######## instruction_loader ########
instruction_loader/metal_stack.png
Two of the layers only.
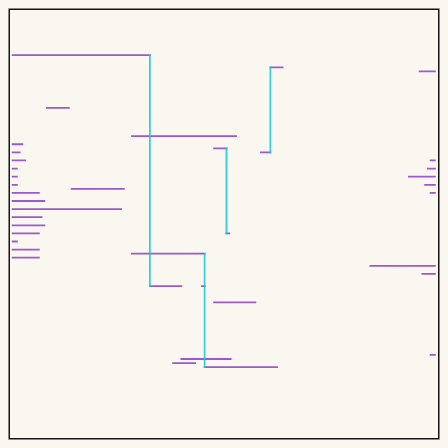

==> config.mk <==
export PLATFORM = sky130hd
export DESIGN_NAME = instruction_loader
export DESIGN_NICKNAME = d
export VERILOG_FILES = /design/src/rtl/instruction_loader_pkg.sv /design/src/rtl/instruction_loader_word_assembler.sv /design/src/rtl/instruction_loader.sv
export SDC_FILE = /design/constraint.sdc
export NUM_CORES = 1
export LEC_CHECK = 0
export CAP_MARGIN = 20
export CORE_UTILIZATION = 44
export DETAILED_ROUTE_END_ITERATION = 12
export PLACE_DENSITY_LB_ADDON = 0.3
export SLEW_MARGIN = 20
export SYNTH_ARGS = -nofsm -noshare
export SYNTH_HDL_FRONTEND = slang
export SYNTH_HIERARCHICAL = 1
export SYNTH_SLANG_ARGS = --single-unit
==> constraint.sdc <==
create_clock -name i_clk -period 2.2 [get_ports i_clk]
set_input_delay 0.33 -clock i_clk [delete_from_list [all_inputs] [get_ports i_clk]]
set_output_delay 0.33 -clock i_clk [all_outputs]
set_load 0.02 [all_outputs]
==> src/rtl/instruction_loader_pkg.sv <==
// Shared MIPS definitions used by the program loader and the decode stage.
package instruction_loader_pkg;

    // Width of one byte on the debug-unit stream.
    localparam int BYTE_SIZE = 8;

    // Word that ends a program load; the decode stage uses the same constant.
    localparam logic [31:0] DEFAULT_HALT_INSTRUCTION = 32'h0000_0001;

    // Loader sequencing states.
    typedef enum logic [2:0] {
        ST_IDLE    = 3'd0,
        ST_CLEAR   = 3'd1,
        ST_RECEIVE = 3'd2,
        ST_WRITE   = 3'd3,
        ST_DONE    = 3'd4,
        ST_ERROR   = 3'd5
    } loader_state_t;

endpackage

==> src/rtl/instruction_loader_word_assembler.sv <==
// Shift register that packs a big-endian byte stream into instruction words.
// The first byte of a word ends up in the MSB after WORD_SIZE_IN_BYTES shifts.
module word_assembler
    import instruction_loader_pkg::*;
#(
    parameter int WORD_SIZE_IN_BYTES = 4
) (
    input  logic                                    clk,
    input  logic                                    rst,
    input  logic                                    clear,
    input  logic                                    shift,
    input  logic [BYTE_SIZE-1:0]                    byte_in,
    output logic [WORD_SIZE_IN_BYTES*BYTE_SIZE-1:0] word,
    output logic                                    full
);

    localparam int WORD_W = WORD_SIZE_IN_BYTES * BYTE_SIZE;
    localparam int CNT_W  = (WORD_SIZE_IN_BYTES > 1) ? $clog2(WORD_SIZE_IN_BYTES) : 1;
    localparam logic [CNT_W-1:0] LAST_BYTE = CNT_W'(WORD_SIZE_IN_BYTES - 1);
    localparam logic [CNT_W-1:0] CNT_ONE   = CNT_W'(1);

    logic [WORD_W-1:0] word_r;
    logic [CNT_W-1:0]  count_r;

    // Shift register: new byte enters the LSB, older bytes move toward the MSB.
    always_ff @(posedge clk or posedge rst) begin
        if (rst) begin
            word_r <= {WORD_W{1'b0}};
        end else if (clear) begin
            word_r <= {WORD_W{1'b0}};
        end else if (shift) begin
            word_r <= (word_r << BYTE_SIZE) | WORD_W'(byte_in);
        end
    end

    // Byte position counter; wraps after the last byte of a word.
    always_ff @(posedge clk or posedge rst) begin
        if (rst) begin
            count_r <= {CNT_W{1'b0}};
        end else if (clear) begin
            count_r <= {CNT_W{1'b0}};
        end else if (shift) begin
            count_r <= full ? {CNT_W{1'b0}} : (count_r + CNT_ONE);
        end
    end

    assign word = word_r;
    // High while the next accepted byte completes the word.
    assign full = (count_r == LAST_BYTE);

endmodule

==> src/rtl/instruction_loader.sv <==
// Program loader: clears instruction memory, then assembles bytes from the
// debug unit into words and issues one write pulse per word until the HALT
// word has been written or the memory is full.
module instruction_loader
    import instruction_loader_pkg::*;
#(
    parameter int WORD_SIZE_IN_BYTES = 4,
    parameter int MEM_SIZE_IN_WORDS  = 10,
    parameter logic [WORD_SIZE_IN_BYTES*8-1:0] HALT_INSTRUCTION =
        (WORD_SIZE_IN_BYTES*8)'(DEFAULT_HALT_INSTRUCTION)
) (
    input  logic                                      i_clk,
    input  logic                                      i_reset,
    input  logic                                      i_start,
    input  logic                                      i_byte_valid,
    input  logic [7:0]                                i_byte,
    output logic                                      o_byte_ready,
    output logic                                      o_clear_mem,
    output logic                                      o_instruction_write,
    output logic [WORD_SIZE_IN_BYTES*8-1:0]           o_instruction,
    output logic [$clog2(MEM_SIZE_IN_WORDS+1)-1:0]    o_word_count,
    output logic                                      o_busy,
    output logic                                      o_done,
    output logic                                      o_overflow
);

    localparam int WORD_W = WORD_SIZE_IN_BYTES * BYTE_SIZE;
    localparam int WC_W   = $clog2(MEM_SIZE_IN_WORDS + 1);
    localparam logic [WC_W-1:0] WC_ONE    = WC_W'(1);
    localparam logic [WC_W-1:0] WC_LIMIT  = WC_W'(MEM_SIZE_IN_WORDS);

    loader_state_t     state_r;
    loader_state_t     next_state_s;
    logic              byte_ready_r;
    logic              clear_mem_r;
    logic              write_r;
    logic              busy_r;
    logic              done_r;
    logic              overflow_r;
    logic [WC_W-1:0]   word_count_r;
    logic              accept_s;
    logic              asm_clear_s;
    logic              last_byte_s;
    logic [WORD_W-1:0] word_s;

    // Ready is only ever high in RECEIVE, so this is the byte handshake.
    assign accept_s    = i_byte_valid && byte_ready_r;
    // Assembly register and word counter are zeroed as CLEAR is entered.
    assign asm_clear_s = (next_state_s == ST_CLEAR);

    word_assembler #(
        .WORD_SIZE_IN_BYTES (WORD_SIZE_IN_BYTES)
    ) u_word_assembler (
        .clk     (i_clk),
        .rst     (i_reset),
        .clear   (asm_clear_s),
        .shift   (accept_s),
        .byte_in (i_byte),
        .word    (word_s),
        .full    (last_byte_s)
    );

    // Next-state logic; HALT takes priority over the memory-full check.
    always_comb begin
        next_state_s = state_r;
        case (state_r)
            ST_IDLE: begin
                if (i_start) next_state_s = ST_CLEAR;
                else         next_state_s = ST_IDLE;
            end
            ST_CLEAR: begin
                next_state_s = ST_RECEIVE;
            end
            ST_RECEIVE: begin
                if (accept_s && last_byte_s) next_state_s = ST_WRITE;
                else                         next_state_s = ST_RECEIVE;
            end
            ST_WRITE: begin
                if (word_s == HALT_INSTRUCTION)                next_state_s = ST_DONE;
                else if ((word_count_r + WC_ONE) == WC_LIMIT)  next_state_s = ST_ERROR;
                else                                           next_state_s = ST_RECEIVE;
            end
            ST_DONE: begin
                if (i_start) next_state_s = ST_CLEAR;
                else         next_state_s = ST_DONE;
            end
            ST_ERROR: begin
                if (i_start) next_state_s = ST_CLEAR;
                else         next_state_s = ST_ERROR;
            end
            default: begin
                next_state_s = ST_IDLE;
            end
        endcase
    end

    // State register plus outputs decoded from the next state so every
    // output comes straight from a flop.
    always_ff @(posedge i_clk or posedge i_reset) begin
        if (i_reset) begin
            state_r      <= ST_IDLE;
            byte_ready_r <= 1'b0;
            clear_mem_r  <= 1'b0;
            write_r      <= 1'b0;
            busy_r       <= 1'b0;
            done_r       <= 1'b0;
            overflow_r   <= 1'b0;
        end else begin
            state_r      <= next_state_s;
            byte_ready_r <= (next_state_s == ST_RECEIVE);
            clear_mem_r  <= (next_state_s == ST_CLEAR);
            write_r      <= (next_state_s == ST_WRITE);
            busy_r       <= (next_state_s == ST_CLEAR) || (next_state_s == ST_RECEIVE) ||
                            (next_state_s == ST_WRITE);
            done_r       <= (next_state_s == ST_DONE);
            overflow_r   <= (next_state_s == ST_ERROR);
        end
    end

    // Words written in the current load; bumps at the end of each WRITE cycle.
    always_ff @(posedge i_clk or posedge i_reset) begin
        if (i_reset) begin
            word_count_r <= {WC_W{1'b0}};
        end else if (asm_clear_s) begin
            word_count_r <= {WC_W{1'b0}};
        end else if (state_r == ST_WRITE) begin
            word_count_r <= word_count_r + WC_ONE;
        end
    end

    assign o_byte_ready        = byte_ready_r;
    assign o_clear_mem         = clear_mem_r;
    assign o_instruction_write = write_r;
    assign o_instruction       = word_s;
    assign o_word_count        = word_count_r;
    assign o_busy              = busy_r;
    assign o_done              = done_r;
    assign o_overflow          = overflow_r;

endmodule

######## note_tone_gen ########
--- config.mk ---
export PLATFORM = sky130hd
export DESIGN_NAME = note_tone_gen
export DESIGN_NICKNAME = d
export VERILOG_FILES = /design/src/rtl/note_tone_gen.sv
export SDC_FILE = /design/constraint.sdc
export NUM_CORES = 1
export LEC_CHECK = 0
export ABC_AREA = 1
export CAP_MARGIN = 25
export CORE_ASPECT_RATIO = 0.9
export CORE_MARGIN = 1.5
export CORE_UTILIZATION = 60
export CTS_CLUSTER_SIZE = 8
export DETAILED_ROUTE_END_ITERATION = 10
export PLACE_DENSITY = 0.79
export SYNTH_ARGS = -nofsm -noshare
export SYNTH_HDL_FRONTEND = slang
export SYNTH_SLANG_ARGS = --single-unit
--- constraint.sdc ---
create_clock -name clk_1M -period 4.5 [get_ports clk_1M]
set_clock_uncertainty 0.15 [all_clocks]
set_input_delay 0.9 -clock clk_1M [delete_from_list [all_inputs] [get_ports clk_1M]]
set_output_delay 0.9 -clock clk_1M [all_outputs]
set_load 0.005 [all_outputs]
--- src/rtl/note_tone_gen.sv ---
// note_tone_gen: square-wave tone generator for the piano controller.
// A {octave, note} strobe starts, retriggers or stops a gated note at musical pitch.
`default_nettype none

module note_tone_gen #(
  parameter int NOTE_LEN = 250000,
  parameter bit SUSTAIN  = 1'b0,
  parameter int CNT_W    = 16
) (
  input  logic       clk_1M,
  input  logic       rst,
  input  logic       note_valid,
  input  logic [2:0] octave,
  input  logic [2:0] note,
  output logic       tone_out,
  output logic       active,
  output logic [5:0] cur_code
);

  localparam int GATE_W = (NOTE_LEN > 1) ? $clog2(NOTE_LEN) : 1;
  localparam logic [GATE_W-1:0] GATE_LAST = GATE_W'(NOTE_LEN - 1);

  typedef enum logic [0:0] {
    IDLE = 1'b0,
    PLAY = 1'b1
  } state_t;

  state_t             state, state_n;
  logic               tone_n;
  logic [5:0]         code_n;
  logic [CNT_W-1:0]   half_reg, half_reg_n;
  logic [CNT_W-1:0]   half_cnt, half_cnt_n;
  logic [GATE_W-1:0]  gate_cnt, gate_cnt_n;
  logic [31:0]        base;
  logic [31:0]        scaled;
  logic               is_start;

  // Octave-4 half periods in clk_1M cycles; other octaves are power-of-two shifts.
  always_comb begin
    base = 32'd0;
    case (note)
      3'd1: base = 32'd1911;
      3'd2: base = 32'd1703;
      3'd3: base = 32'd1517;
      3'd4: base = 32'd1432;
      3'd5: base = 32'd1276;
      3'd6: base = 32'd1136;
      3'd7: base = 32'd1012;
      default: base = 32'd0;
    endcase
    if (octave < 3'd4) scaled = base << (3'd4 - octave);
    else               scaled = base >> (octave - 3'd4);
  end

  assign is_start = (octave != 3'd0) && (note != 3'd0);

  always_ff @(posedge clk_1M) begin
    if (rst) begin
      state    <= IDLE;
      tone_out <= 1'b0;
      cur_code <= 6'd0;
      half_reg <= '0;
      half_cnt <= '0;
      gate_cnt <= '0;
    end else begin
      state    <= state_n;
      tone_out <= tone_n;
      cur_code <= code_n;
      half_reg <= half_reg_n;
      half_cnt <= half_cnt_n;
      gate_cnt <= gate_cnt_n;
    end
  end

  // A strobe overrides any timeout or toggle due on the same edge.
  always_comb begin
    state_n    = state;
    tone_n     = tone_out;
    code_n     = cur_code;
    half_reg_n = half_reg;
    half_cnt_n = half_cnt;
    gate_cnt_n = gate_cnt;
    if (note_valid) begin
      half_cnt_n = '0;
      gate_cnt_n = '0;
      if (is_start) begin
        state_n    = PLAY;
        tone_n     = 1'b1;
        code_n     = {octave, note};
        half_reg_n = CNT_W'(scaled);
      end else begin
        state_n = IDLE;
        tone_n  = 1'b0;
        code_n  = 6'd0;
      end
    end else if (state == PLAY) begin
      if (!SUSTAIN && (gate_cnt == GATE_LAST)) begin
        state_n    = IDLE;
        tone_n     = 1'b0;
        code_n     = 6'd0;
        half_cnt_n = '0;
        gate_cnt_n = '0;
      end else begin
        gate_cnt_n = SUSTAIN ? '0 : gate_cnt + GATE_W'(1);
        if (half_cnt == half_reg - CNT_W'(1)) begin
          tone_n     = ~tone_out;
          half_cnt_n = '0;
        end else begin
          half_cnt_n = half_cnt + CNT_W'(1);
        end
      end
    end
  end

  assign active = (state == PLAY);

endmodule

`default_nettype wire
note_tone_gen/final_clocks.png
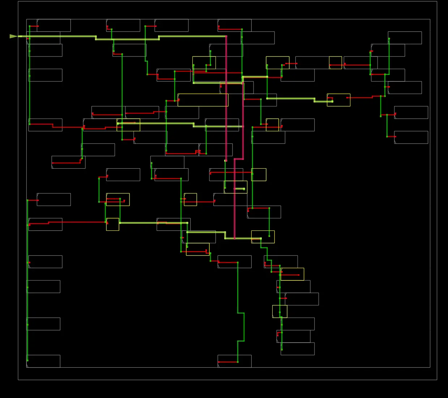
clock buffers: 9
Num CTS Buffers: 9
Clk Latency, worst-skew pair: 0.35 ns
clock sink total: 58

==> qor.txt, note_tone_gen <==
Die Height: 82.8 um
Crit path max fanout: 23
Routed wl met3: 610 um
Share of layout cells above drive strength 1: 8.80%
# nets final: 691
Final instance area: 4650 um2
Cell Pwr Density: 296 nW/um2
Max incr delay on CP: 0.45 ns
Crit. Startpoint: octave[0]
Worst flop-to-flop path startpoint: half_reg[1]$_SDFFE_PP0P_
Adder share: 1.47%
Yosys Chip Area: 4250 um2
Hold path startpoint: gate_cnt[12]$_SDFFE_PP0P_
Fraction of registers with async set/reset: 0%
Clock Path Buffers: 2
CP Cell Sequence: clkdlybuf4s50_1 -> buf_4 -> inv_1 -> ha_1 -> ha_1 -> nor2_1 -> nand2_1 -> nor2_1 -> inv_1 -> nor3_1 -> a21oi_1 -> a21oi_1
Status: completed
==> note_tone_gen: layout make-up <==
class | instances | share of cell area [%]
Clock buffer | 9 | 2.66
Tap cell | 90 | 2.42
Timing Repair Buffer | 18 | 3.77
Clock inverter | 7 | 1.67
Inverter | 86 | 6.94
Sequential cell | 58 | 25.0
Multi-Input combinational cell | 504 | 57.6
==> note_tone_gen: report_power, final <==
group	leakage, nW	internal [mW]	switching (mW)	total (mW)
sequential	0.471	0.530	0.0232	0.553
combinational	1.41	0.113	0.221	0.334
clock	0.0881	0.258	0.231	0.489
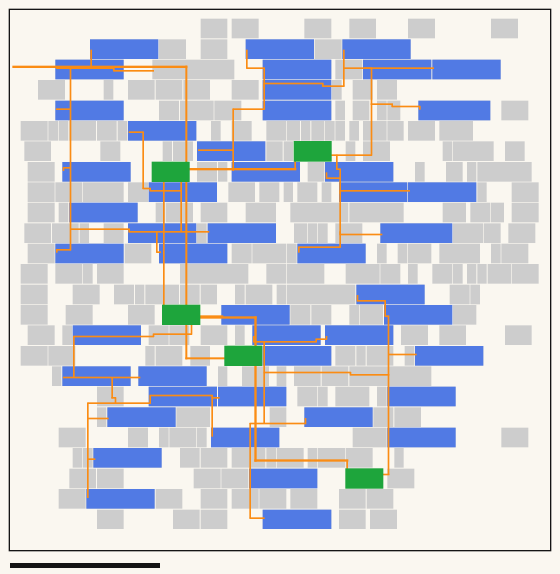
instruction_loader/clock_map.png
The bar under the picture is 20 um long.
cells driving clock nets: shown in green, count 5. clock wires: shown in orange, length 537 um. flip-flops: shown in blue, count 47.
There are 6 routed clock nets.
Clk pwr share: 15.2%
Clk Latency, worst-skew pair: 0.30 ns
worst clock skew: 0.0103 ns
clock group total power: 745 uW

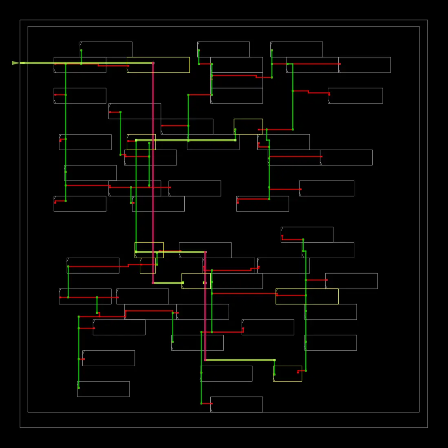
instruction_loader/final_clocks.png
Num CTS Buffers: 5
flop count: 47

Notes on instruction_loader/metal_stack.png above:
met4: shown in cyan, wire length 86.4 um. met3: shown in purple, wire length 191 um.

==> qor.txt, instruction_loader <==
Status: completed
Yosys cell types: 30
TAP cells: 54
Final Cycle Share: 99.5%
Initial antenna violation count: 0
Net Sw Frac: 38.4%
Signal buf overhead: 26.7%
XOR Share, Synth: 1.63%
Seq/total area: 37.5%
Top cells by count: dfrtp_1, nor2_1, mux2i_1
Syn nets: 202
WP buf/inv: 2
WL final: 5090 um
Register area: 1180 um2
Total GRT Usage: 20.1%
Overall die width: 71.8 um
Area leader, netlist: dfrtp_1
## instruction_loader: layer usage
metal  up-vias  routed length, um
met3         9                190
met5         -                  0
met4         0                 86
li1        793                  -
met2        44               2500
met1       832               2300
## instruction_loader: state kept, by name (all words and copies together) (netlist names)
register	cells
state_r	3
o_busy	1
o_instruction_write	1
o_word_count	4
u_word_assembler/word	32
o_clear_mem	1
o_overflow	1
o_done	1
o_byte_ready	1
u_word_assembler/count_r	2
## instruction_loader: worst reg2reg max path: cells and delay by family (launching register included)
family | cells | cell delay (ns)
flops | 1 | 0.41
buf+inv | 2 | 0.28
simple gates | 6 | 1.21
compound gates | 1 | 0.17


==> layout pictures side by side <==
Cell classes on the final placement.
The bar under the picture is 20 um long.
Plate I
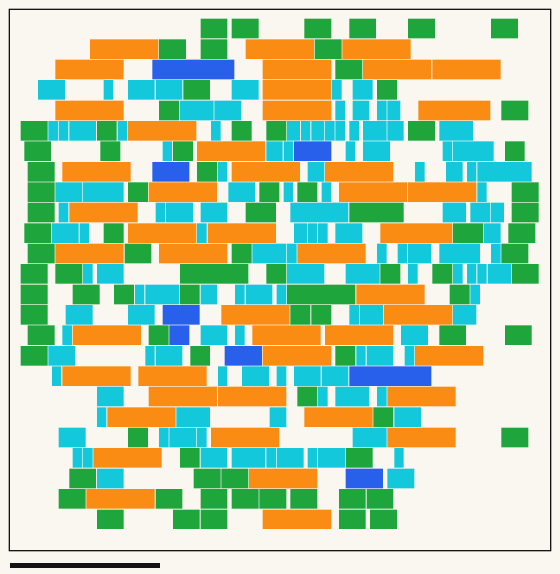
Plate II
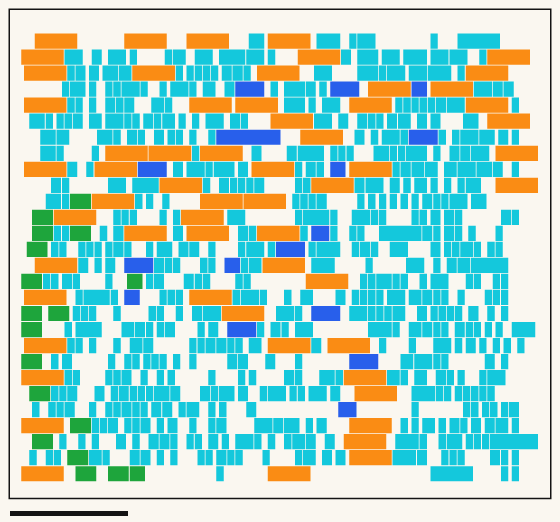
The one with the largest die is Plate II.
The one with the most cells is Plate II.
Plate I comes from instruction_loader.
Plate II comes from note_tone_gen.

Key to Plate I:
flip-flops: shown in orange, cells 47, share of their area 38%. clock drivers and dummy loads: shown in blue, cells 8, share of their area 4.4%. all other logic: shown in cyan, cells 130, share of their area 30%. other buffers and delay cells: shown in green, cells 87, share of their area 27%.

No activity file was given, so power comes from the tool's default toggle rates.
